# ---- design 1 ----
[src/rtl/ssfpm_norm_round_pack.sv]
// Normalize / round-to-nearest-even / pack stage of the segmented approximate
// FP32 multiplier. Two-stage valid/ready pipeline producing IEEE-754 singles.
//
// Ports:
//   clk, rst                    clock, synchronous active-high reset
//   in_valid / in_ready         upstream handshake
//   in_sign                     product sign
//   in_exp_a, in_exp_b          raw biased operand exponents
//   in_frac_nz_a, in_frac_nz_b  operand fraction fields nonzero
//   in_mant                     significand product, value in_mant/2**(FRAC_W+1)
//   out_valid / out_ready       downstream handshake
//   out_result                  packed single-precision result
//   out_ovf, out_unf, out_inv   overflow, underflow flush, invalid flags
module ssfpm_norm_round_pack #(
    parameter int                    EXP_W  = 8,
    parameter int                    FRAC_W = 23,
    parameter logic [EXP_W+FRAC_W:0] QNAN   = 32'h7FC00000
) (
    input  logic                    clk,
    input  logic                    rst,
    input  logic                    in_valid,
    output logic                    in_ready,
    input  logic                    in_sign,
    input  logic [EXP_W-1:0]        in_exp_a,
    input  logic [EXP_W-1:0]        in_exp_b,
    input  logic                    in_frac_nz_a,
    input  logic                    in_frac_nz_b,
    input  logic [FRAC_W+2:0]       in_mant,
    output logic                    out_valid,
    input  logic                    out_ready,
    output logic [EXP_W+FRAC_W:0]   out_result,
    output logic                    out_ovf,
    output logic                    out_unf,
    output logic                    out_inv
);

    localparam int MANT_W = FRAC_W + 3;
    localparam int EW     = EXP_W + 2;

    localparam logic [EW-1:0]        BIAS = EW'(2 ** (EXP_W - 1) - 1);
    localparam logic signed [EW-1:0] EMAX = EW'(2 ** EXP_W - 1);
    localparam logic [EW-1:0]        ONE  = EW'(1);

    // ------------------------------------------------------------------
    // Handshake
    // ------------------------------------------------------------------
    logic s1_valid;
    logic s2_valid;
    logic s2_adv;
    logic accept;

    assign s2_adv    = !s2_valid || out_ready;
    assign in_ready  = !s1_valid || s2_adv;
    assign accept    = in_valid && in_ready;
    assign out_valid = s2_valid;

    // ------------------------------------------------------------------
    // Stage 1: classify, add exponents, normalize by at most one bit
    // ------------------------------------------------------------------
    logic a_zero, b_zero;
    logic a_ones, b_ones;
    logic any_nan, any_inf, any_zero;

    assign a_zero = (in_exp_a == '0);
    assign b_zero = (in_exp_b == '0);
    assign a_ones = &in_exp_a;
    assign b_ones = &in_exp_b;

    assign any_nan  = (a_ones && in_frac_nz_a) || (b_ones && in_frac_nz_b);
    assign any_inf  = (a_ones && !in_frac_nz_a) || (b_ones && !in_frac_nz_b);
    assign any_zero = a_zero || b_zero;

    logic [EW-1:0]     e_sum;
    logic [EW-1:0]     n_e;
    logic [FRAC_W-1:0] n_frac;
    logic              n_guard;
    logic              n_sticky;

    // Two guard-side bits are available when the product is in [2,4);
    // in [1,2) only one bit falls below the fraction, so sticky is empty.
    assign e_sum = {2'b00, in_exp_a} + {2'b00, in_exp_b} - BIAS;

    always_comb begin
        n_e      = e_sum;
        n_frac   = in_mant[MANT_W-3:1];
        n_guard  = in_mant[0];
        n_sticky = 1'b0;
        if (in_mant[MANT_W-1]) begin
            n_e      = e_sum + ONE;
            n_frac   = in_mant[MANT_W-2:2];
            n_guard  = in_mant[1];
            n_sticky = in_mant[0];
        end
    end

    logic                    s1_sign;
    logic signed [EW-1:0]    s1_e;
    logic [FRAC_W-1:0]       s1_frac;
    logic                    s1_guard;
    logic                    s1_sticky;
    logic                    s1_nan;
    logic                    s1_inf;
    logic                    s1_zero;

    always_ff @(posedge clk) begin
        if (rst) begin
            s1_valid  <= 1'b0;
            s1_sign   <= 1'b0;
            s1_e      <= '0;
            s1_frac   <= '0;
            s1_guard  <= 1'b0;
            s1_sticky <= 1'b0;
            s1_nan    <= 1'b0;
            s1_inf    <= 1'b0;
            s1_zero   <= 1'b0;
        end else begin
            if (in_ready) begin
                s1_valid <= in_valid;
            end
            if (accept) begin
                s1_sign   <= in_sign;
                s1_e      <= n_e;
                s1_frac   <= n_frac;
                s1_guard  <= n_guard;
                s1_sticky <= n_sticky;
                s1_nan    <= any_nan;
                s1_inf    <= any_inf;
                s1_zero   <= any_zero;
            end
        end
    end

    // ------------------------------------------------------------------
    // Stage 2: round to nearest even, resolve specials, pack
    // ------------------------------------------------------------------
    logic [FRAC_W:0]      frac_inc;
    logic                 round_up;
    logic [FRAC_W-1:0]    r_frac;
    logic signed [EW-1:0] r_e;
    logic                 r_big;
    logic                 r_small;

    assign frac_inc = {1'b0, s1_frac} + (FRAC_W + 1)'(1);
    assign round_up = s1_guard && (s1_sticky || s1_frac[0]);

    // A carry out of the fraction leaves the significand at exactly 2.0,
    // which renormalizes to a zero fraction one binade up.
    always_comb begin
        r_frac = s1_frac;
        r_e    = s1_e;
        if (round_up) begin
            if (frac_inc[FRAC_W]) begin
                r_frac = '0;
                r_e    = s1_e + ONE;
            end else begin
                r_frac = frac_inc[FRAC_W-1:0];
            end
        end
    end

    assign r_big   = !r_e[EW-1] && (r_e >= EMAX);
    assign r_small = r_e[EW-1] || (r_e == '0);

    logic [EXP_W+FRAC_W:0] d_result;
    logic                  d_ovf;
    logic                  d_unf;
    logic                  d_inv;

    always_comb begin
        d_result = '0;
        d_ovf    = 1'b0;
        d_unf    = 1'b0;
        d_inv    = 1'b0;
        if (s1_nan || (s1_inf && s1_zero)) begin
            d_result = QNAN;
            d_inv    = 1'b1;
        end else if (s1_inf) begin
            d_result = {s1_sign, {EXP_W{1'b1}}, {FRAC_W{1'b0}}};
        end else if (s1_zero) begin
            d_result = {s1_sign, {(EXP_W + FRAC_W){1'b0}}};
        end else if (r_big) begin
            d_result = {s1_sign, {EXP_W{1'b1}}, {FRAC_W{1'b0}}};
            d_ovf    = 1'b1;
        end else if (r_small) begin
            d_result = {s1_sign, {(EXP_W + FRAC_W){1'b0}}};
            d_unf    = 1'b1;
        end else begin
            d_result = {s1_sign, r_e[EXP_W-1:0], r_frac};
        end
    end

    // Output registers only move when the downstream side can take them,
    // so a stalled result and its flags stay put.
    always_ff @(posedge clk) begin
        if (rst) begin
            s2_valid   <= 1'b0;
            out_result <= '0;
            out_ovf    <= 1'b0;
            out_unf    <= 1'b0;
            out_inv    <= 1'b0;
        end else if (s2_adv) begin
            s2_valid <= s1_valid;
            if (s1_valid) begin
                out_result <= d_result;
                out_ovf    <= d_ovf;
                out_unf    <= d_unf;
                out_inv    <= d_inv;
            end else begin
                out_result <= '0;
                out_ovf    <= 1'b0;
                out_unf    <= 1'b0;
                out_inv    <= 1'b0;
            end
        end
    end

endmodule

[config.mk]
export PLATFORM = sky130hd
export DESIGN_NAME = ssfpm_norm_round_pack
export DESIGN_NICKNAME = d
export VERILOG_FILES = /design/src/rtl/ssfpm_norm_round_pack.sv
export SDC_FILE = /design/constraint.sdc
export NUM_CORES = 1
export LEC_CHECK = 0
export ABC_AREA = 1
export CAP_MARGIN = 5
export CELL_PAD_IN_SITES_DETAIL_PLACEMENT = 0
export CELL_PAD_IN_SITES_GLOBAL_PLACEMENT = 2
export CORE_MARGIN = 1.5
export CORE_UTILIZATION = 30
export DETAILED_ROUTE_END_ITERATION = 7
export MAX_ROUTING_LAYER = met4
export PLACE_DENSITY = 0.92
export SYNTH_ARGS = -nofsm -noshare
export SYNTH_HDL_FRONTEND = slang
export SYNTH_SLANG_ARGS = --single-unit
export TNS_END_PERCENT = 100
[constraint.sdc]
create_clock -name clk -period 3.4 [get_ports clk]
set_clock_uncertainty 0.15 [all_clocks]
set_input_delay 0.68 -clock clk [delete_from_list [all_inputs] [get_ports clk]]
set_output_delay 0.68 -clock clk [all_outputs]
set_load 0.02 [all_outputs]
**Design 1: clock distribution**

Scale: 2 px per um.
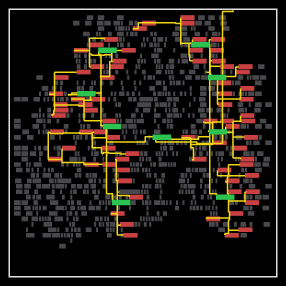
[yellow] clock wires | length: 1,010 um
[red] flip-flops | count: 76
[green] clock drivers | count: 9
routed clock nets: 10
Latency at later pin: 350 ps
clock network power share: 0.366
clk pwr: 905 uW

==> ci_impl_report.md <==
## Implementation flow summary

| Metric | Value |
|---|---|
| Logic area | 3100 um^2 |
| Syn-to-layout area delta | 28.9% |
| Reg clk slew, reported paths | 50 ps |
| Combinational fraction of the cell area | 0.474 |
| Cell Count Post-Placement | 1,036 |
| DP Wirelength | 10.4 mm |
| Vias | 4,826 |
| Power Density | 378 nW/um^2 |
| I/O pins | 86 |
| Final tally of max-slew violations | 0 |
| FP Util | 0.307 |
| Internal | 1740 uW |
| Crit-path cells | clkdlybuf4s50_1 -> inv_1 -> ha_1 -> inv_1 -> ha_1 -> inv_1 -> fa_1 -> o21ai_0 -> buf_4 -> xor2_1 -> nor2_1 -> nand2_1 -> nor3_1 -> nor2_1 -> nand2_1 -> nand2_1 -> inv_1 |
| Met1 Usage GRT | 0.236 |
| FFs w/ async S/R, synth | 0 |
| Mux frac, synth | 0 |
| Number of global-route vias before repair | 4,613 |
| Setup TNS | 0 ps |
| Final period util | 0.909 |
| Outcome | completed |
| Metal2 WL | 5.11 mm |
| Leakage power | 0.00257 uW |
| Final WL | 13.3 mm |
| Xor+xnor area frac | 0.0345 |
| Netlist cell types | 41 |
| Max Cap Violations | 0 |
| FMAX | 324 MHz |
| # H-tree levels | 3 |
| DR iter-0 viols | 299 |
**Design 1: metal 4**

Scale: 3 px per um.
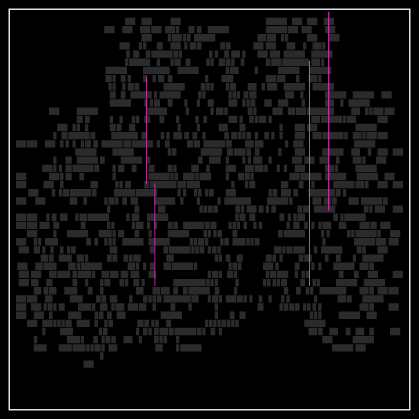
main direction: vertical
nets with wire on the layer: 2
longest straight run: 74.8 um

-- layout by cell type, fill, tap and decap left out, types with 11 or more instances in the layout --
master	instances
clkdlybuf4s50_1	84
a21oi_1	39
dfxtp_1	76
xor2_1	13
nand2_1	181
o21ai_0	43
nand3_2	24
nand4_1	11
a21oi_2	27
a31oi_1	27
nor2_1	56
buf_4	32
nand3_1	35
inv_1	69
nor3_1	14
ha_1	18
-- power groups by stage --
stage	Combinational, uW	Sequential, uW	Clock [uW]
6_report	571	995	905
5_1_grt	651	1000	961
4_1_cts	573	994	924
3_5_place_dp	569	1010	0
3_3_place_gp	571	1010	0
2_1_floorplan	372	1010	0

# ---- design 2 ----
**Design 2: routing congestion**

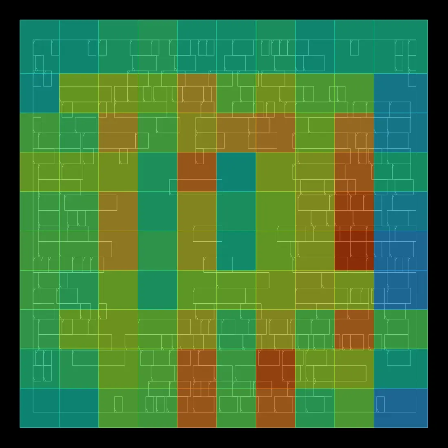
**Design 2: register map, names as in the netlist**

Scale: 6 px per um. Other sequential cells in the stronger grey, the rest of the logic in the fainter grey.
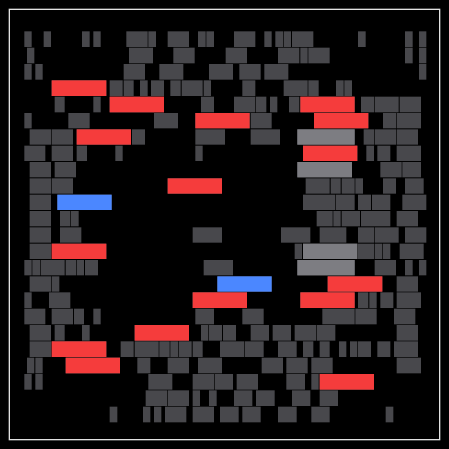
File: config.mk
export PLATFORM = sky130hd
export DESIGN_NAME = mfp_ahb_port_write_arbiter_flat
export DESIGN_NICKNAME = d
export VERILOG_FILES = /design/src/rtl/mfp_ahb_port_write_arbiter_if.sv /design/src/rtl/mfp_ahb_port_write_arbiter.sv /design/src/flat_wrapper.sv
export SDC_FILE = /design/constraint.sdc
export NUM_CORES = 1
export LEC_CHECK = 0
export CAP_MARGIN = 20
export CORE_MARGIN = 2
export CORE_UTILIZATION = 34
export DETAILED_ROUTE_END_ITERATION = 10
export GPL_TIMING_DRIVEN = 0
export PLACE_DENSITY = 0.89
export REMOVE_ABC_BUFFERS = 1
export SLEW_MARGIN = 10
export SYNTH_ARGS = -nofsm -noshare
export SYNTH_HDL_FRONTEND = slang
export SYNTH_SLANG_ARGS = --single-unit
File: constraint.sdc
create_clock -name HCLK -period 1.9 [get_ports HCLK]
set_input_delay 0.19 -clock HCLK [delete_from_list [all_inputs] [get_ports HCLK]]
set_output_delay 0.19 -clock HCLK [all_outputs]
set_load 0.05 [all_outputs]
File: src/rtl/mfp_ahb_port_write_arbiter_if.sv
// Client req/ack handshakes plus the AHB-Lite master segment toward the port slave.
// The master modport is the arbiter's view; slave is the clients' and bus slave's view.
interface mfp_ahb_port_write_arbiter_if;
  logic        req0;
  logic        req1;
  logic        sel0;
  logic        sel1;
  logic [15:0] data0;
  logic [15:0] data1;
  logic        ack0;
  logic        ack1;
  logic        err;
  logic [31:0] HADDR;
  logic [1:0]  HTRANS;
  logic        HWRITE;
  logic [2:0]  HSIZE;
  logic [2:0]  HBURST;
  logic        HSEL;
  logic [31:0] HWDATA;
  logic        HREADY;
  logic        HRESP;

  modport master (
    input  req0, req1, sel0, sel1, data0, data1, HREADY, HRESP,
    output ack0, ack1, err, HADDR, HTRANS, HWRITE, HSIZE, HBURST, HSEL, HWDATA
  );

  modport slave (
    output req0, req1, sel0, sel1, data0, data1, HREADY, HRESP,
    input  ack0, ack1, err, HADDR, HTRANS, HWRITE, HSIZE, HBURST, HSEL, HWDATA
  );
endinterface

File: src/rtl/mfp_ahb_port_write_arbiter.sv
// Round-robin scheduler turning two client single-write requests into
// non-overlapping AHB-Lite single write transfers to the port0/port1 slave.
//
// state | meaning
// IDLE  | no transfer; arbitrate and latch the winner's address/data
// ADDR  | NONSEQ address phase for the granted client, held while HREADY=0
// DATA  | write data phase; ack/err to the granted client when HREADY=1
module mfp_ahb_port_write_arbiter #(
  parameter logic [31:0] PORT0_ADDR = 32'hffff0000,
  parameter logic [31:0] PORT1_ADDR = 32'hffff0002
) (
  input  logic                               HCLK,
  input  logic                               HRESETn,
  mfp_ahb_port_write_arbiter_if.master       bus
);

  typedef enum logic [1:0] {
    IDLE = 2'd0,
    ADDR = 2'd1,
    DATA = 2'd2
  } state_t;

  state_t      state;
  state_t      state_nxt;
  logic        grant_id;
  logic        grant_nxt;
  logic        grant_en;
  logic        last_grant;
  logic [31:0] addr_q;
  logic [15:0] data_q;
  logic        done;

  // Tie goes to whichever client was not served last.
  always_comb begin
    state_nxt = state;
    grant_nxt = grant_id;
    grant_en  = 1'b0;
    case (state)
      IDLE: begin
        if (bus.req0 && bus.req1) begin
          grant_nxt = ~last_grant;
          grant_en  = 1'b1;
        end else if (bus.req0) begin
          grant_nxt = 1'b0;
          grant_en  = 1'b1;
        end else if (bus.req1) begin
          grant_nxt = 1'b1;
          grant_en  = 1'b1;
        end
        if (grant_en) begin
          state_nxt = ADDR;
        end
      end
      ADDR: begin
        if (bus.HREADY) begin
          state_nxt = DATA;
        end
      end
      DATA: begin
        if (bus.HREADY) begin
          state_nxt = IDLE;
        end
      end
      default: begin
        state_nxt = IDLE;
      end
    endcase
  end

  assign done = (state == DATA) && bus.HREADY;

  always_ff @(posedge HCLK or negedge HRESETn) begin
    if (!HRESETn) begin
      state      <= IDLE;
      grant_id   <= 1'b0;
      last_grant <= 1'b1;
      addr_q     <= 32'h0;
      data_q     <= 16'h0;
    end else begin
      state <= state_nxt;
      if (grant_en) begin
        grant_id <= grant_nxt;
        if (grant_nxt) begin
          addr_q <= bus.sel1 ? PORT1_ADDR : PORT0_ADDR;
          data_q <= bus.data1;
        end else begin
          addr_q <= bus.sel0 ? PORT1_ADDR : PORT0_ADDR;
          data_q <= bus.data0;
        end
      end
      if (done) begin
        last_grant <= grant_id;
      end
    end
  end

  // The slave always takes HWDATA[15:0], whichever port is addressed.
  assign bus.HADDR  = addr_q;
  assign bus.HTRANS = (state == ADDR) ? 2'b10 : 2'b00;
  assign bus.HWRITE = (state == ADDR);
  assign bus.HSEL   = (state == ADDR);
  assign bus.HSIZE  = 3'b001;
  assign bus.HBURST = 3'b000;
  assign bus.HWDATA = (state == DATA) ? {16'h0, data_q} : 32'h0;

  assign bus.ack0 = done && !grant_id;
  assign bus.ack1 = done && grant_id;
  assign bus.err  = done && bus.HRESP;

endmodule

File: src/flat_wrapper.sv
// flat-port wrapper written by rule: the top's interface ports become plain ports
module mfp_ahb_port_write_arbiter_flat 
#(
  parameter logic [31:0] PORT0_ADDR = 32'hffff0000,
  parameter logic [31:0] PORT1_ADDR = 32'hffff0002
)
  (HCLK, HRESETn, bus_req0, bus_req1, bus_sel0, bus_sel1, bus_data0, bus_data1, bus_HREADY, bus_HRESP, bus_ack0, bus_ack1, bus_err, bus_HADDR, bus_HTRANS, bus_HWRITE, bus_HSIZE, bus_HBURST, bus_HSEL, bus_HWDATA);
  mfp_ahb_port_write_arbiter_if bus_i ();
  input  logic HCLK;
  input  logic HRESETn;
  input wire logic [$bits(bus_i.req0)-1:0] bus_req0;
  input wire logic [$bits(bus_i.req1)-1:0] bus_req1;
  input wire logic [$bits(bus_i.sel0)-1:0] bus_sel0;
  input wire logic [$bits(bus_i.sel1)-1:0] bus_sel1;
  input wire logic [$bits(bus_i.data0)-1:0] bus_data0;
  input wire logic [$bits(bus_i.data1)-1:0] bus_data1;
  input wire logic [$bits(bus_i.HREADY)-1:0] bus_HREADY;
  input wire logic [$bits(bus_i.HRESP)-1:0] bus_HRESP;
  output wire logic [$bits(bus_i.ack0)-1:0] bus_ack0;
  output wire logic [$bits(bus_i.ack1)-1:0] bus_ack1;
  output wire logic [$bits(bus_i.err)-1:0] bus_err;
  output wire logic [$bits(bus_i.HADDR)-1:0] bus_HADDR;
  output wire logic [$bits(bus_i.HTRANS)-1:0] bus_HTRANS;
  output wire logic [$bits(bus_i.HWRITE)-1:0] bus_HWRITE;
  output wire logic [$bits(bus_i.HSIZE)-1:0] bus_HSIZE;
  output wire logic [$bits(bus_i.HBURST)-1:0] bus_HBURST;
  output wire logic [$bits(bus_i.HSEL)-1:0] bus_HSEL;
  output wire logic [$bits(bus_i.HWDATA)-1:0] bus_HWDATA;
  assign bus_i.req0 = bus_req0;
  assign bus_i.req1 = bus_req1;
  assign bus_i.sel0 = bus_sel0;
  assign bus_i.sel1 = bus_sel1;
  assign bus_i.data0 = bus_data0;
  assign bus_i.data1 = bus_data1;
  assign bus_i.HREADY = bus_HREADY;
  assign bus_i.HRESP = bus_HRESP;
  assign bus_ack0 = bus_i.ack0;
  assign bus_ack1 = bus_i.ack1;
  assign bus_err = bus_i.err;
  assign bus_HADDR = bus_i.HADDR;
  assign bus_HTRANS = bus_i.HTRANS;
  assign bus_HWRITE = bus_i.HWRITE;
  assign bus_HSIZE = bus_i.HSIZE;
  assign bus_HBURST = bus_i.HBURST;
  assign bus_HSEL = bus_i.HSEL;
  assign bus_HWDATA = bus_i.HWDATA;
  mfp_ahb_port_write_arbiter #(.PORT0_ADDR(PORT0_ADDR), .PORT1_ADDR(PORT1_ADDR)) u_core (.HCLK(HCLK), .HRESETn(HRESETn), .bus(bus_i));
endmodule
==> ci_impl_report.md <==
## Implementation flow summary

| Metric | Value |
|---|---|
| Largest register FFs | 16 |
| Cell Count Post-Placement | 276 |
| Most frequent logic cell in the layout | clkdlybuf4s50_1 |
| Reg clk slew, reported paths | 80 ps |
| Number of logic gates | 121 |
| # Post-CTS Setup Buffers | 1 |
| I/O pins | 117 |
| Latency at later pin | 250 ps |
| Simple-Gate Area Share | 0.139 |
| Netlist cell types | 23 |
| Reg-to-reg critical path startpoint | u_core.state[0] |
| Final WL | 3.26 mm |
| Clock buffers | 4 |
| Met3 GRT Util | 0.0239 |
| FMAX | 566 MHz |
| Combinational fraction of the cell area | 0.315 |
| Clk sinks | 22 |
| Final period util | 0.930 |
| Hold crit path type | in -> async |
| CP endpoint | bus_ack1 |
| Outcome | completed |
| Non-clk invs | 2 |
| Flip-flops | 22 |
| Largest cell class | buffers |
| P_comb | 1900 uW |
| Post-Syn Instances | 170 |
About 'routing congestion' of design 2:
Wirelength per Cell: 11.5 um
met1 Usage GRT: 0.148
GR peak layer: met2
met2 GRT Util: 0.216

About 'register map, names as in the netlist' of design 2:
| colour | name in the netlist | flops |
|---|---|---|
| blue | u_core.bus.HADDR | 2 |
| red | u_core.data_q | 16 |

synth_stat cells, drive strengths merged, types with 2 or more instances:
cell type	instances	area (um^2)
and2	16	100
and3	2	12.5
buf	57	444
clkbuf	5	18.8
conb	2	7.51
dfrtp	21	526
inv	2	7.50
mux2i	17	170
nand2	18	67.6
nand2b	2	12.5
nor2	2	7.51
o21ai	19	95.1
critical path, delay by kind of cell (launching register included):
| kind | cells | cell delay [ps] |
|---|---|---|
| AND/OR/NAND/NOR | 2 | 480 |
| flip-flops | 1 | 460 |
| buffers and inverters | 1 | 380 |

# ---- design 3 ----
**Design 3: clock distribution**

Scale: 1.5 px per um.
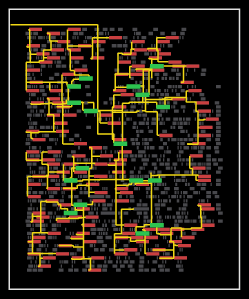
**Design 3: layout detail**

Window x 104 to 124, y 36 to 56 um. Cells in grey, sequential cells in the stronger grey; small squares are vias.
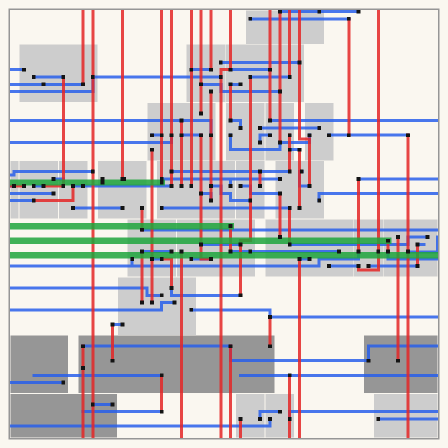
**Design 3: metal 4**

Scale: 2 px per um.
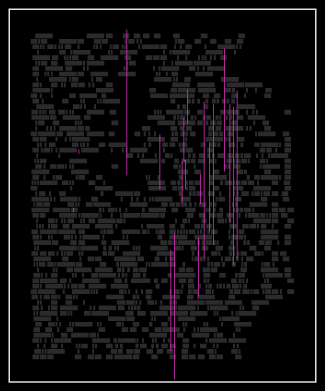
--- src/rtl/mem_access_ctrl.sv ---
// Memory-stage data-bus controller: issues one bus transaction per memory op,
// stalls the pipeline while it is outstanding, and extracts/merges load results.
module mem_access_ctrl #(
  parameter int ADDR_W = 32,
  parameter int DATA_W = 32
) (
  input  logic              clk,
  input  logic              reset,
  input  logic              req_valid,
  input  logic              req_write,
  input  logic [2:0]        req_ld_kind,
  input  logic [1:0]        req_size,
  input  logic [ADDR_W-1:0] req_addr,
  input  logic [DATA_W-1:0] req_wdata,
  input  logic [3:0]        req_strobe,
  input  logic [DATA_W-1:0] req_rt_old,
  input  logic              flush,
  output logic              stall,
  output logic              result_valid,
  output logic [DATA_W-1:0] result,
  output logic              addr_err,
  output logic              dreq_valid,
  output logic [ADDR_W-1:0] dreq_addr,
  output logic [1:0]        dreq_size,
  output logic [3:0]        dreq_strobe,
  output logic [DATA_W-1:0] dreq_data,
  input  logic              dresp_addr_ok,
  input  logic              dresp_data_ok,
  input  logic [DATA_W-1:0] dresp_data,
  output logic [1:0]        dbg_state
);

  // Bus handshake: dreq_valid rises with every dreq_* field already stable and
  // nothing changes until the cycle dresp_addr_ok is seen; dresp_data_ok may
  // coincide with dresp_addr_ok or follow it, and is honoured once.
  typedef enum logic [1:0] {S_IDLE, S_ADDR, S_DATA, S_DONE} state_e;

  localparam logic [2:0] K_LW  = 3'd0;
  localparam logic [2:0] K_LB  = 3'd1;
  localparam logic [2:0] K_LBU = 3'd2;
  localparam logic [2:0] K_LH  = 3'd3;
  localparam logic [2:0] K_LHU = 3'd4;
  localparam logic [2:0] K_LWL = 3'd5;
  localparam logic [2:0] K_LWR = 3'd6;

  state_e              state_q, state_d;
  logic                write_q, write_d;
  logic [2:0]          kind_q, kind_d;
  logic [1:0]          offs_q, offs_d;
  logic [DATA_W-1:0]   rt_q, rt_d;
  logic                killed_q, killed_d;
  logic                dreq_valid_q, dreq_valid_d;
  logic [ADDR_W-1:0]   dreq_addr_q, dreq_addr_d;
  logic [1:0]          dreq_size_q, dreq_size_d;
  logic [3:0]          dreq_strobe_q, dreq_strobe_d;
  logic [DATA_W-1:0]   dreq_data_q, dreq_data_d;
  logic                result_valid_q, result_valid_d;
  logic [DATA_W-1:0]   result_q, result_d;
  logic                addr_err_q, addr_err_d;

  logic req_lwlr;
  logic req_misaligned;

  // LWL/LWR are unaligned by design, so they never raise an address error.
  assign req_lwlr       = !req_write && (req_ld_kind == K_LWL || req_ld_kind == K_LWR);
  assign req_misaligned = !req_lwlr &&
                          ((req_size == 2'd1 && req_addr[0]) ||
                           (req_size == 2'd2 && req_addr[1:0] != 2'b00));

  function automatic logic [DATA_W-1:0] extract(input logic [2:0] kind,
                                                input logic [1:0] o,
                                                input logic [DATA_W-1:0] d,
                                                input logic [DATA_W-1:0] rt);
    logic [7:0]  b;
    logic [15:0] h;
    b = d[{o, 3'b000} +: 8];
    h = o[1] ? d[31:16] : d[15:0];
    case (kind)
      K_LB:    extract = {{24{b[7]}}, b};
      K_LBU:   extract = {24'd0, b};
      K_LH:    extract = {{16{h[15]}}, h};
      K_LHU:   extract = {16'd0, h};
      K_LWL: begin
        case (o)
          2'd3:    extract = d;
          2'd2:    extract = {d[23:0], rt[7:0]};
          2'd1:    extract = {d[15:0], rt[15:0]};
          default: extract = {d[7:0], rt[23:0]};
        endcase
      end
      K_LWR: begin
        case (o)
          2'd0:    extract = d;
          2'd1:    extract = {rt[31:24], d[31:8]};
          2'd2:    extract = {rt[31:16], d[31:16]};
          default: extract = {rt[31:8], d[31:24]};
        endcase
      end
      default: extract = d;
    endcase
  endfunction

  always_comb begin
    state_d        = state_q;
    write_d        = write_q;
    kind_d         = kind_q;
    offs_d         = offs_q;
    rt_d           = rt_q;
    killed_d       = killed_q;
    dreq_valid_d   = dreq_valid_q;
    dreq_addr_d    = dreq_addr_q;
    dreq_size_d    = dreq_size_q;
    dreq_strobe_d  = dreq_strobe_q;
    dreq_data_d    = dreq_data_q;
    result_valid_d = 1'b0;
    result_d       = result_q;
    addr_err_d     = 1'b0;
    case (state_q)
      S_IDLE: begin
        killed_d = 1'b0;
        if (req_valid && !flush) begin
          write_d       = req_write;
          kind_d        = req_ld_kind;
          offs_d        = req_addr[1:0];
          rt_d          = req_rt_old;
          dreq_addr_d   = req_lwlr ? {req_addr[ADDR_W-1:2], 2'b00} : req_addr;
          dreq_size_d   = req_lwlr ? 2'd2 : req_size;
          dreq_strobe_d = req_write ? req_strobe : 4'd0;
          dreq_data_d   = req_wdata;
          if (req_misaligned) begin
            state_d        = S_DONE;
            result_valid_d = 1'b1;
            addr_err_d     = 1'b1;
            result_d       = '0;
          end else begin
            state_d      = S_ADDR;
            dreq_valid_d = 1'b1;
          end
        end
      end
      S_ADDR, S_DATA: begin
        killed_d = killed_q | flush;
        if (state_q == S_ADDR && dresp_addr_ok) begin
          dreq_valid_d = 1'b0;
          state_d      = S_DATA;
        end
        if ((state_q == S_DATA || dresp_addr_ok) && dresp_data_ok) begin
          state_d        = S_DONE;
          result_valid_d = !killed_d;
          result_d       = write_q ? '0 : extract(kind_q, offs_q, dresp_data, rt_q);
        end
      end
      default: begin
        state_d  = S_IDLE;
        killed_d = 1'b0;
      end
    endcase
  end

  always_ff @(posedge clk or posedge reset) begin
    if (reset) begin
      state_q        <= S_IDLE;
      write_q        <= 1'b0;
      kind_q         <= 3'd0;
      offs_q         <= 2'd0;
      rt_q           <= '0;
      killed_q       <= 1'b0;
      dreq_valid_q   <= 1'b0;
      dreq_addr_q    <= '0;
      dreq_size_q    <= 2'd0;
      dreq_strobe_q  <= 4'd0;
      dreq_data_q    <= '0;
      result_valid_q <= 1'b0;
      result_q       <= '0;
      addr_err_q     <= 1'b0;
    end else begin
      state_q        <= state_d;
      write_q        <= write_d;
      kind_q         <= kind_d;
      offs_q         <= offs_d;
      rt_q           <= rt_d;
      killed_q       <= killed_d;
      dreq_valid_q   <= dreq_valid_d;
      dreq_addr_q    <= dreq_addr_d;
      dreq_size_q    <= dreq_size_d;
      dreq_strobe_q  <= dreq_strobe_d;
      dreq_data_q    <= dreq_data_d;
      result_valid_q <= result_valid_d;
      result_q       <= result_d;
      addr_err_q     <= addr_err_d;
    end
  end

  assign stall        = (state_q == S_ADDR) || (state_q == S_DATA) ||
                        (state_q == S_IDLE && req_valid);
  assign result_valid = result_valid_q;
  assign result       = result_q;
  assign addr_err     = addr_err_q;
  assign dreq_valid   = dreq_valid_q;
  assign dreq_addr    = dreq_addr_q;
  assign dreq_size    = dreq_size_q;
  assign dreq_strobe  = dreq_strobe_q;
  assign dreq_data    = dreq_data_q;
  assign dbg_state    = state_q;

endmodule

--- config.mk ---
export PLATFORM = sky130hd
export DESIGN_NAME = mem_access_ctrl
export DESIGN_NICKNAME = d
export VERILOG_FILES = /design/src/rtl/mem_access_ctrl.sv
export SDC_FILE = /design/constraint.sdc
export NUM_CORES = 1
export LEC_CHECK = 0
export CAP_MARGIN = 25
export CORE_ASPECT_RATIO = 1.25
export CORE_MARGIN = 10
export CORE_UTILIZATION = 35
export DETAILED_ROUTE_END_ITERATION = 7
export GPL_ROUTABILITY_DRIVEN = 0
export SLEW_MARGIN = 30
export SYNTH_ARGS = -nofsm -noshare
export SYNTH_HDL_FRONTEND = slang
export SYNTH_SLANG_ARGS = --single-unit
--- constraint.sdc ---
create_clock -name clk -period 16.6 [get_ports clk]
set_input_delay 4.98 -clock clk [delete_from_list [all_inputs] [get_ports clk]]
set_output_delay 4.98 -clock clk [all_outputs]
set_load 0.005 [all_outputs]
==> ci_impl_report.md <==
## Implementation flow summary

| Metric | Value |
|---|---|
| Slew @ Worst Pin | 954 ps |
| Reg-to-reg critical path startpoint | offs_q[1] |
| Worst slack, placed | 5520 ps |
| Outcome | completed |
| Final Non-Filler Cells | 1,409 |
| Synthesis Warnings | 0 |
| Netlist cell types | 57 |
| Number of logic gates | 671 |
| # Post-CTS Setup Buffers | 0 |
| Post-synthesis average cell area | 8.53 um^2 |
| Final WL | 28.4 mm |
| Number of remaining DRC errors | 0 |
| Post-synth top cells | nand2_1, dfrtp_1, nor2_1 |
| Final clock-cell share | 0.0520 |
| Routed Antenna Nets | 0 |
| Syn nets | 1,049 |
| Delay-heaviest family, CP | buffers and inverters |
| Post-Syn Instances | 901 |
| HP Start | dreq_addr[29] |
| Non-clk invs | 24 |
| Main flop type | dfrtp_1 |
| Tool warnings | 29 |
| Fin. Hold Viols | 0 |
| Critical path fanouts, max | 3 |
| Commonest non-fill, non-tap cells in the layout | nand2_1, clkdlybuf4s50_1, dfrtp_1 |
| Gr usage total | 0.195 |
About 'clock distribution' of design 3:
[green] clock drivers | count: 17
[red] flip-flops | count: 146
[yellow] clock wires | length: 2,110 um
routed clock nets: 18
flops lie: spread over the die

About 'layout detail' of design 3:
| colour | layer |
|---|---|
| red | metal 2 |
| green | metal 3 |
| blue | metal 1 |
cells with their middle in the window: 25
sequential cells in the window: 2
most frequent: nand2_1 (6), mux2i_1 (4)
netlist names of flops here include: result (1), rt_q (1)

About 'metal 4' of design 3:
wire length on this layer: 820 um
nets with wire on the layer: 16
share of all routed wire: 2.9%

==> power by group <==
part | internal (uW) | switching (uW) | leakage, uW | total, uW
clock | 222 | 156 | 0.000264 | 378
combinational | 464 | 503 | 0.00275 | 967
sequential | 516 | 121 | 0.00186 | 637
total | 1200 | 780 | 0.00487 | 1980
==> layer usage <==
layer / track usage / routed length (um) / vias to the layer above
met2: 0.314 / 13000 / 314
met3: 0.101 / 3360 / 44
met4: 0.0768 / 819 / 8
met1: 0.216 / 11100 / 3399
li1: - / - / 3496
met5: 0 / 56 / -

# ---- design 4 ----
**Design 4: routing congestion**

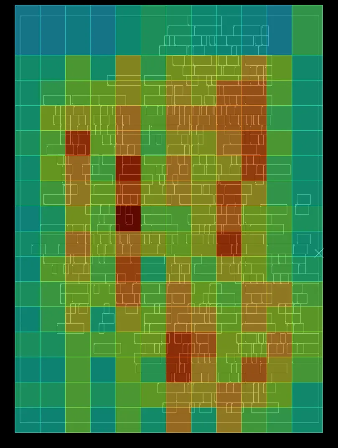
**Design 4: metal 4**

Scale: 3 px per um.
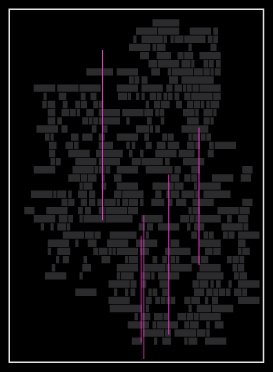
**Design 4: clock distribution**

Scale: 2 px per um.
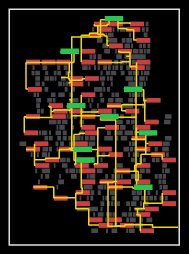
[config.mk]
export PLATFORM = sky130hd
export DESIGN_NAME = paddle_input_cond_flat
export DESIGN_NICKNAME = d
export VERILOG_FILES = /design/src/rtl/pong_pkg.sv /design/src/rtl/paddle_input_cond_if.sv /design/src/rtl/paddle_input_cond_debounce.sv /design/src/rtl/paddle_input_cond.sv /design/src/flat_wrapper.sv
export SDC_FILE = /design/constraint.sdc
export NUM_CORES = 1
export LEC_CHECK = 0
export CORE_ASPECT_RATIO = 1.4
export CORE_UTILIZATION = 35
export DETAILED_ROUTE_END_ITERATION = 8
export SETUP_SLACK_MARGIN = 0.2
export SYNTH_ARGS = -nofsm -noshare
export SYNTH_HDL_FRONTEND = slang
export SYNTH_SLANG_ARGS = --single-unit
export TNS_END_PERCENT = 100
[constraint.sdc]
create_clock -name clk -period 4 [get_ports clk]
set_clock_uncertainty 0.05 [all_clocks]
set_input_delay 0.4 -clock clk [delete_from_list [all_inputs] [get_ports clk]]
set_output_delay 0.4 -clock clk [all_outputs]
set_load 0.03 [all_outputs]
[src/rtl/pong_pkg.sv]
// Shared types and button codes for the pong paddle path (input conditioner,
// paddle and their benches).
package pong_pkg;

   typedef enum logic [1:0] {
      IDLE      = 2'b00,
      MOVE_UP   = 2'b01,
      MOVE_DOWN = 2'b10
   } dir_state_t;

   localparam logic [1:0] BTN_NONE = 2'b00;
   localparam logic [1:0] BTN_UP   = 2'b01;
   localparam logic [1:0] BTN_DOWN = 2'b10;

   // Both buttons held is a conflict and resolves to IDLE like no button.
   function automatic dir_state_t dir_decode(input logic [1:0] level);
      dir_state_t dir;
      case (level)
         2'b01:   dir = MOVE_UP;
         2'b10:   dir = MOVE_DOWN;
         default: dir = IDLE;
      endcase
      return dir;
   endfunction

endpackage

[src/rtl/paddle_input_cond_if.sv]
// Button-side bundle of one paddle input conditioner: raw pins in,
// move strobes, debounced levels and moving flag out.
interface paddle_input_cond_if;

   logic [1:0] btn_raw;
   logic [1:0] btn;
   logic [1:0] btn_level;
   logic       moving;

   modport master (output btn_raw, input btn, input btn_level, input moving);
   modport slave  (input btn_raw, output btn, output btn_level, output moving);

endinterface

[src/rtl/paddle_input_cond_debounce.sv]
// btn_debounce: two-flop synchroniser followed by a stable-count debouncer
// for a single button.
module btn_debounce #(
   parameter int DEBOUNCE_CYCLES = 1000000
) (
   input  logic clk,
   input  logic rst,
   input  logic raw,
   output logic level
);

   localparam int              DB_W    = $clog2(DEBOUNCE_CYCLES) + 1;
   localparam logic [DB_W-1:0] DB_LAST = DB_W'(DEBOUNCE_CYCLES - 1);

   logic            sync1_r;
   logic            sync2_r;
   logic            level_r;
   logic [DB_W-1:0] cnt_r;

   // Synchronise, then accept a new level only after it has been stable long enough.
   always_ff @(posedge clk) begin
      if (!rst) begin
         sync1_r <= 1'b0;
         sync2_r <= 1'b0;
         level_r <= 1'b0;
         cnt_r   <= {DB_W{1'b0}};
      end else begin
         sync1_r <= raw;
         sync2_r <= sync1_r;
         if (sync2_r != level_r) begin
            if (cnt_r == DB_LAST) begin
               level_r <= ~level_r;
               cnt_r   <= {DB_W{1'b0}};
            end else begin
               cnt_r <= cnt_r + DB_W'(1);
            end
         end else begin
            cnt_r <= {DB_W{1'b0}};
         end
      end
   end

   assign level = level_r;

endmodule

[src/rtl/paddle_input_cond.sv]
// paddle_input_cond: debounced, conflict-resolved, rate-limited paddle move strobes.
// Optional macro PADDLE_ACCEL_EN halves the strobe interval after ACCEL_PULSES strobes.
module paddle_input_cond
   import pong_pkg::*;
#(
   parameter int CLOCK_SPEED     = 50000000,
   parameter int DEBOUNCE_CYCLES = 1000000,
   parameter int MOVE_PERIOD     = 100000,
   parameter int ACCEL_PULSES    = 64
) (
   input  logic                clk,
   input  logic                rst,
   paddle_input_cond_if.slave  bus
);

   localparam int MAX_CYCLES = (DEBOUNCE_CYCLES > MOVE_PERIOD) ? DEBOUNCE_CYCLES : MOVE_PERIOD;
   localparam int CNT_WIDTH  = $clog2(MAX_CYCLES) + 1;
   localparam logic [CNT_WIDTH-1:0] PERIOD_LAST = CNT_WIDTH'(MOVE_PERIOD - 1);

   if (CLOCK_SPEED < 1 || DEBOUNCE_CYCLES < 2 || MOVE_PERIOD < 2 || ACCEL_PULSES < 1) begin : g_param_check
      $error("paddle_input_cond: illegal parameter value");
   end

   logic [1:0]           level_s;
   dir_state_t           state_r;
   dir_state_t           state_nxt_s;
   logic [CNT_WIDTH-1:0] rate_cnt_r;
   logic [CNT_WIDTH-1:0] rate_cnt_nxt_s;
   logic [CNT_WIDTH-1:0] interval_last_s;
   logic                 strobe_s;
   logic [1:0]           btn_nxt_s;
   logic [1:0]           btn_r;
   logic                 moving_r;

   btn_debounce #(.DEBOUNCE_CYCLES(DEBOUNCE_CYCLES)) u_db_up (
      .clk(clk), .rst(rst), .raw(bus.btn_raw[0]), .level(level_s[0])
   );
   btn_debounce #(.DEBOUNCE_CYCLES(DEBOUNCE_CYCLES)) u_db_down (
      .clk(clk), .rst(rst), .raw(bus.btn_raw[1]), .level(level_s[1])
   );

   // Next state from debounced levels; entry strobes at once, holds strobe on interval expiry.
   always_comb begin
      state_nxt_s    = dir_decode(level_s);
      rate_cnt_nxt_s = rate_cnt_r;
      strobe_s       = 1'b0;
      btn_nxt_s      = BTN_NONE;
      if (state_nxt_s != state_r) begin
         rate_cnt_nxt_s = {CNT_WIDTH{1'b0}};
         strobe_s       = (state_nxt_s != IDLE);
      end else if (state_r != IDLE) begin
         if (rate_cnt_r == interval_last_s) begin
            rate_cnt_nxt_s = {CNT_WIDTH{1'b0}};
            strobe_s       = 1'b1;
         end else begin
            rate_cnt_nxt_s = rate_cnt_r + CNT_WIDTH'(1);
         end
      end else begin
         rate_cnt_nxt_s = {CNT_WIDTH{1'b0}};
      end
      if (strobe_s) begin
         btn_nxt_s = (state_nxt_s == MOVE_UP) ? BTN_UP : BTN_DOWN;
      end else begin
         btn_nxt_s = BTN_NONE;
      end
   end

   // State, rate counter and registered outputs.
   always_ff @(posedge clk) begin
      if (!rst) begin
         state_r    <= IDLE;
         rate_cnt_r <= {CNT_WIDTH{1'b0}};
         btn_r      <= BTN_NONE;
         moving_r   <= 1'b0;
      end else begin
         state_r    <= state_nxt_s;
         rate_cnt_r <= rate_cnt_nxt_s;
         btn_r      <= btn_nxt_s;
         moving_r   <= (state_nxt_s != IDLE);
      end
   end

`ifdef PADDLE_ACCEL_EN
   localparam logic [CNT_WIDTH-1:0] HALF_LAST = CNT_WIDTH'((MOVE_PERIOD >> 1) - 1);
   logic [15:0] strb_cnt_r;

   always_comb begin
      interval_last_s = (strb_cnt_r >= 16'(ACCEL_PULSES)) ? HALF_LAST : PERIOD_LAST;
   end

   // Saturating count of strobes issued in the current hold; the entry strobe counts as one.
   always_ff @(posedge clk) begin
      if (!rst) begin
         strb_cnt_r <= 16'd0;
      end else if (state_nxt_s != state_r) begin
         strb_cnt_r <= strobe_s ? 16'd1 : 16'd0;
      end else if (strobe_s && (strb_cnt_r != 16'hFFFF)) begin
         strb_cnt_r <= strb_cnt_r + 16'd1;
      end else begin
         strb_cnt_r <= strb_cnt_r;
      end
   end
`else
   assign interval_last_s = PERIOD_LAST;
`endif

   assign bus.btn       = btn_r;
   assign bus.btn_level = level_s;
   assign bus.moving    = moving_r;

endmodule

[src/flat_wrapper.sv]
// flat-port wrapper written by rule: the top's interface ports become plain ports
module paddle_input_cond_flat import pong_pkg::*;
#(
   parameter int CLOCK_SPEED     = 50000000,
   parameter int DEBOUNCE_CYCLES = 1000000,
   parameter int MOVE_PERIOD     = 100000,
   parameter int ACCEL_PULSES    = 64
)
  (clk, rst, bus_btn_raw, bus_btn, bus_btn_level, bus_moving);
  paddle_input_cond_if bus_i ();
  input  logic clk;
  input  logic rst;
  input wire logic [$bits(bus_i.btn_raw)-1:0] bus_btn_raw;
  output wire logic [$bits(bus_i.btn)-1:0] bus_btn;
  output wire logic [$bits(bus_i.btn_level)-1:0] bus_btn_level;
  output wire logic [$bits(bus_i.moving)-1:0] bus_moving;
  assign bus_i.btn_raw = bus_btn_raw;
  assign bus_btn = bus_i.btn;
  assign bus_btn_level = bus_i.btn_level;
  assign bus_moving = bus_i.moving;
  paddle_input_cond #(.CLOCK_SPEED(CLOCK_SPEED), .DEBOUNCE_CYCLES(DEBOUNCE_CYCLES), .MOVE_PERIOD(MOVE_PERIOD), .ACCEL_PULSES(ACCEL_PULSES)) u_core (.clk(clk), .rst(rst), .bus(bus_i));
endmodule
==> ci_impl_report.md <==
## Implementation flow summary

| Metric | Value |
|---|---|
| Mux frac, synth | 0 |
| I/O pins | 9 |
| Critical Path End Type | flop |
| And-or/or-and share of the synthesized area | 0.0954 |
| Critical path startpoint | u_core.rate_cnt_r[0] |
| Outcome | finished, violations left |
| Final clock-cell share | 0.0894 |
| Top cells by area | dfxtp_1, xnor2_1, nor2_1, xor2_1, nand3_1 |
| Syn-to-layout area delta | 14.3% |
| Number of logic gates | 278 |
| Number of remaining DRC errors | 2 |
| Adder Area Share | 0.0189 |
| Max VDD drop | 0.182 mV |
| Failing checks | DRC |
| Critical Path Stages | 5 |
Notes on 'routing congestion' of design 4 above:
met2 GRT Util: 0.246
Wirelength per Cell: 12.8 um
met3 GRT Util: 0.0295
met1 Usage GRT: 0.164

Notes on 'metal 4' of design 4 above:
nets with wire on the layer: 4
longest straight run: 56.4 um
wire length on this layer: 238 um
main direction: vertical
share of all routed wire: 3.8%

Notes on 'clock distribution' of design 4 above:
[yellow] clock wires | length: 954 um
[red] flip-flops | count: 74
[green] clock drivers | count: 9
flops lie: spread over the die
routed clock nets: 10

power by group:
group	switching (uW)	internal [uW]	leakage, uW
Clock	295	595	0.000165
Combinational	7.63	5.21	0.000349
Sequential	1.13	740	0.000597
metal layers:
metal | vias to the layer above | wire [um] | track usage
li1 | 1368 | - | -
met1 | 1262 | 2850 | 0.164
met2 | 41 | 3040 | 0.246
met3 | 15 | 198 | 0.0295
met4 | 0 | 238 | 0.0977
met5 | - | 0 | 0

# ---- design 5 ----
**Design 5: routing congestion**

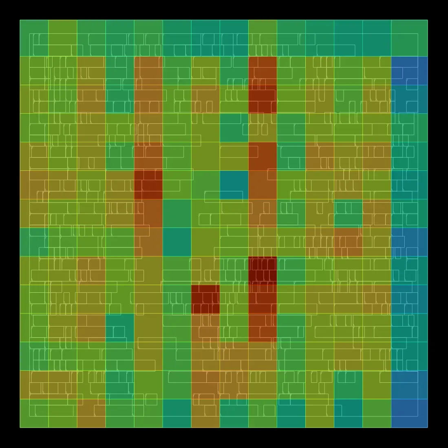
**Design 5: layout detail**

Window x 64 to 84, y 15 to 35 um. Cells in grey, sequential cells in the stronger grey; small squares are vias.
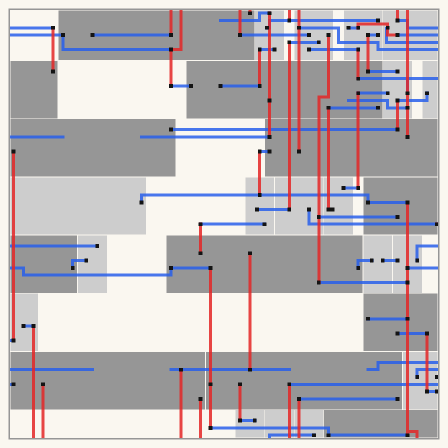
**Design 5: clock distribution**

Scale: 3 px per um.
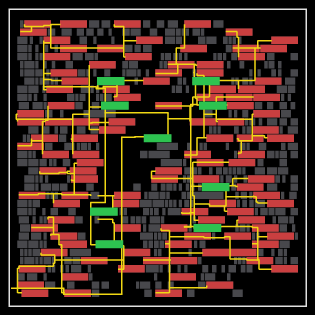
--- config.mk ---
export PLATFORM = sky130hd
export DESIGN_NAME = imem_burst
export DESIGN_NICKNAME = d
export VERILOG_FILES = /design/src/rtl/imem_burst.sv
export SDC_FILE = /design/constraint.sdc
export NUM_CORES = 1
export LEC_CHECK = 0
export ABC_AREA = 1
export CAP_MARGIN = 15
export CORE_MARGIN = 2
export CORE_UTILIZATION = 46
export CTS_BUF_LIST = sky130_fd_sc_hd__clkbuf_16
export CTS_CLUSTER_DIAMETER = 50
export CTS_CLUSTER_SIZE = 40
export DETAILED_ROUTE_END_ITERATION = 12
export PLACE_DENSITY = 0.83
export SLEW_MARGIN = 10
export SYNTH_ARGS = -nofsm -noshare
export SYNTH_HDL_FRONTEND = slang
export SYNTH_SLANG_ARGS = --single-unit
--- constraint.sdc ---
create_clock -name clk -period 1.9 [get_ports clk]
set_input_delay 0.475 -clock clk [delete_from_list [all_inputs] [get_ports clk]]
set_output_delay 0.475 -clock clk [all_outputs]
set_load 0.05 [all_outputs]
--- src/rtl/imem_burst.sv ---
// imem_burst: block-refill engine between the I-cache miss port and a
// fixed-latency synchronous instruction RAM. One accepted request produces
// BLOCK_SIZE RAM reads in ascending address order and returns the words
// as contiguous single-cycle mem_val beats. The request/teardown handshake
// guarantees that a level request is served exactly once.
module imem_burst #(
    parameter int BLOCK_SIZE  = 8,
    parameter int WAIT_CYCLES = 4,
    parameter int RAM_LAT     = 1
) (
    input  logic        clk,
    input  logic        reset,
    input  logic        mem_req,
    input  logic [31:0] mem_addr,
    output logic [31:0] mem_data,
    output logic        mem_val,
    output logic        ram_en,
    output logic [31:0] ram_addr,
    input  logic [31:0] ram_rdata,
    output logic        busy
);
    localparam int IDX_W = $clog2(BLOCK_SIZE);
    localparam int OFF_W = IDX_W + 2;
    localparam logic [3:0]       WAIT_INIT = 4'(WAIT_CYCLES);
    localparam logic [IDX_W-1:0] IDX_LAST  = IDX_W'(BLOCK_SIZE - 1);
    localparam logic [IDX_W-1:0] IDX_ZERO  = {IDX_W{1'b0}};
    localparam logic [31:0]      BASE_MASK = ~((32'd1 << OFF_W) - 32'd1);
    localparam logic [RAM_LAT-1:0] PIPE_ZERO = {RAM_LAT{1'b0}};

    typedef enum logic [2:0] {
        S_IDLE  = 3'd0,
        S_WAIT  = 3'd1,
        S_ISSUE = 3'd2,
        S_DRAIN = 3'd3,
        S_DONE  = 3'd4
    } state_t;

    state_t             state_q, state_d;
    logic [3:0]         wait_q, wait_d;
    logic [IDX_W-1:0]   idx_q, idx_d;
    logic [31:0]        base_q, base_d;
    logic [RAM_LAT-1:0] vpipe_q, vpipe_d;
    logic               ram_en_q, ram_en_d;
    logic [31:0]        ram_addr_q, ram_addr_d;
    logic               mem_val_q, mem_val_d;
    logic [31:0]        mem_data_q, mem_data_d;
    logic               busy_q, busy_d;

    // State register plus burst bookkeeping (base, wait and issue counters).
    always_ff @(posedge clk or negedge reset) begin
        if (!reset) begin
            state_q <= S_IDLE;
            wait_q  <= 4'd0;
            idx_q   <= IDX_ZERO;
            base_q  <= 32'd0;
        end else begin
            state_q <= state_d;
            wait_q  <= wait_d;
            idx_q   <= idx_d;
            base_q  <= base_d;
        end
    end

    // Next-state logic: accept, wait out the idle gap, issue the block, drain, tear down.
    always_comb begin
        state_d = state_q;
        wait_d  = wait_q;
        idx_d   = idx_q;
        base_d  = base_q;
        case (state_q)
            S_IDLE: begin
                if (mem_req) begin
                    base_d = mem_addr & BASE_MASK;
                    wait_d = WAIT_INIT;
                    idx_d  = IDX_ZERO;
                    if (WAIT_INIT == 4'd0) begin
                        state_d = S_ISSUE;
                    end else begin
                        state_d = S_WAIT;
                    end
                end else begin
                    state_d = S_IDLE;
                end
            end
            S_WAIT: begin
                wait_d = wait_q - 4'd1;
                if (wait_q == 4'd1) begin
                    state_d = S_ISSUE;
                end else begin
                    state_d = S_WAIT;
                end
            end
            S_ISSUE: begin
                // Index wraps inside the block so the tag bits never change.
                idx_d = idx_q + {{(IDX_W-1){1'b0}}, 1'b1};
                if (idx_q == IDX_LAST) begin
                    state_d = S_DRAIN;
                end else begin
                    state_d = S_ISSUE;
                end
            end
            S_DRAIN: begin
                // Empty valid pipe means the final word is on mem_data this cycle.
                if (vpipe_q == PIPE_ZERO) begin
                    state_d = S_DONE;
                end else begin
                    state_d = S_DRAIN;
                end
            end
            S_DONE: begin
                // A request still held high here was already served; wait for it to drop.
                if (!mem_req) begin
                    state_d = S_IDLE;
                end else begin
                    state_d = S_DONE;
                end
            end
            default: begin
                state_d = S_IDLE;
            end
        endcase
    end

    // Output logic: RAM strobe/address follow the next state so they are registered,
    // and the valid pipe tracks each read until its data returns.
    always_comb begin
        ram_en_d   = 1'b0;
        ram_addr_d = 32'd0;
        vpipe_d    = PIPE_ZERO;
        mem_val_d  = 1'b0;
        mem_data_d = 32'd0;
        busy_d     = 1'b0;
        if (state_d == S_ISSUE) begin
            ram_en_d   = 1'b1;
            ram_addr_d = base_d | {{(30-IDX_W){1'b0}}, idx_d, 2'b00};
        end else begin
            ram_en_d   = 1'b0;
            ram_addr_d = 32'd0;
        end
        vpipe_d[0] = ram_en_q;
        for (int i = 1; i < RAM_LAT; i++) begin
            vpipe_d[i] = vpipe_q[i-1];
        end
        mem_val_d = vpipe_q[RAM_LAT-1];
        if (mem_val_d) begin
            mem_data_d = ram_rdata;
        end else begin
            mem_data_d = 32'd0;
        end
        busy_d = (state_d != S_IDLE);
    end

    // Output registers and valid pipeline; reset drops every strobe immediately.
    always_ff @(posedge clk or negedge reset) begin
        if (!reset) begin
            vpipe_q    <= PIPE_ZERO;
            ram_en_q   <= 1'b0;
            ram_addr_q <= 32'd0;
            mem_val_q  <= 1'b0;
            mem_data_q <= 32'd0;
            busy_q     <= 1'b0;
        end else begin
            vpipe_q    <= vpipe_d;
            ram_en_q   <= ram_en_d;
            ram_addr_q <= ram_addr_d;
            mem_val_q  <= mem_val_d;
            mem_data_q <= mem_data_d;
            busy_q     <= busy_d;
        end
    end

    assign ram_en   = ram_en_q;
    assign ram_addr = ram_addr_q;
    assign mem_val  = mem_val_q;
    assign mem_data = mem_data_q;
    assign busy     = busy_q;

endmodule

==> ci_impl_report.md <==
## Implementation flow summary

| Metric | Value |
|---|---|
| Outcome | completed |
| RePlAce Congestion | 0.713 |
| Mapped cell area | 4110 um^2 |
| Clock network power share | 0.252 |
| Flip-flops | 110 |
| Power Density | 1360 nW/um^2 |
| Post-Syn Instances | 398 |
| Fin. Hold Viols | 0 |
| WS Path Type | in -> reg |
| RR Endpoint | ram_addr[27] |
| Clk sinks | 110 |
| Netlist cell types | 22 |
| Gr usage total | 0.174 |
| Post-synth top cells | dfrtp_1, inv_1, nand2_1 |
| Die height | 98.5 um |
| Top cells by area | dfrtp_1, inv_1, nand2_1, nor2_2, o21ai_1 |
| Largest cell class | sequential cells |
| Port Buf Inserts | 128 |
About 'routing congestion' of design 5:
met3 GRT Util: 0.0759
met2 GRT Util: 0.274
met1 Usage GRT: 0.212

About 'layout detail' of design 5:
| colour | layer |
|---|---|
| red | metal 2 |
| blue | metal 1 |
sequential cells in the window: 7
most frequent: dfrtp_1 (7), inv_1 (5), nor2_2 (3)
cells with their middle in the window: 21
netlist names of flops here include: base_q (4), ram_addr (3)

About 'clock distribution' of design 5:
[red] flip-flops | count: 110
[green] clock drivers | count: 9
[yellow] clock wires | length: 1,170 um
flops lie: spread over the die
routed clock nets: 10

## through the flow
step                      instance area (um^2)  total power [uW]
final                                     5670              7700
after global routing                      5670              8220
after CTS                                 5670              7810
after detailed placement                  5350              5850
after global placement                    5350              5720
after floorplan                           4110              5040
## worst max-delay path, delay by kind of cell
kind | cells | cell delay (ps)
AND-OR/OR-AND | 1 | 260
buffers and inverters | 2 | 760
AND/OR/NAND/NOR | 2 | 260


==> gallery <==
Wiring by layer.
(a)
Scale: 3 px per um.
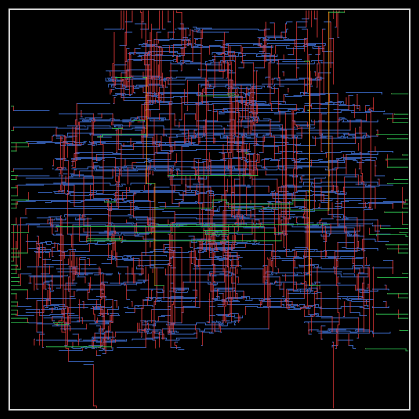
(b)
Scale: 4 px per um.
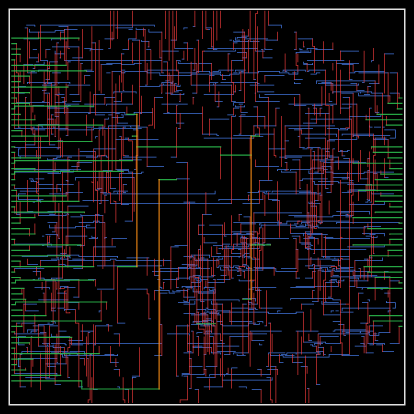
(c)
Scale: 3 px per um.
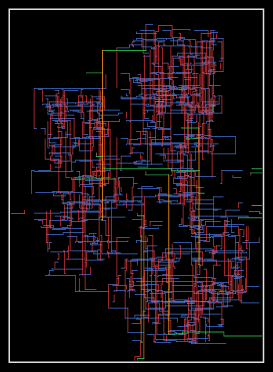
(d)
Scale: 2 px per um.
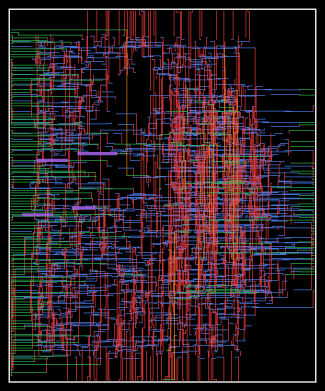
(e)
Scale: 4 px per um.
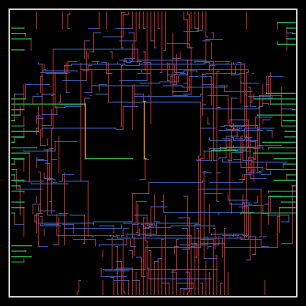
| picture | from |
|---|---|
| (b) | design 5 |
| (e) | design 2 |
| (d) | design 3 |
| (a) | design 1 |
| (c) | design 4 |
The one with the most wire is (d).
The one with the least wire is (e).

Key to (d):
| colour | layer | wire length |
|---|---|---|
| purple | metal 5 | 56.1 um |
| orange | metal 4 | 820 um |
| green | metal 3 | 3,360 um |
| red | metal 2 | 13,000 um |
| blue | metal 1 | 11,100 um |

Power and IR drop assume default switching activity.
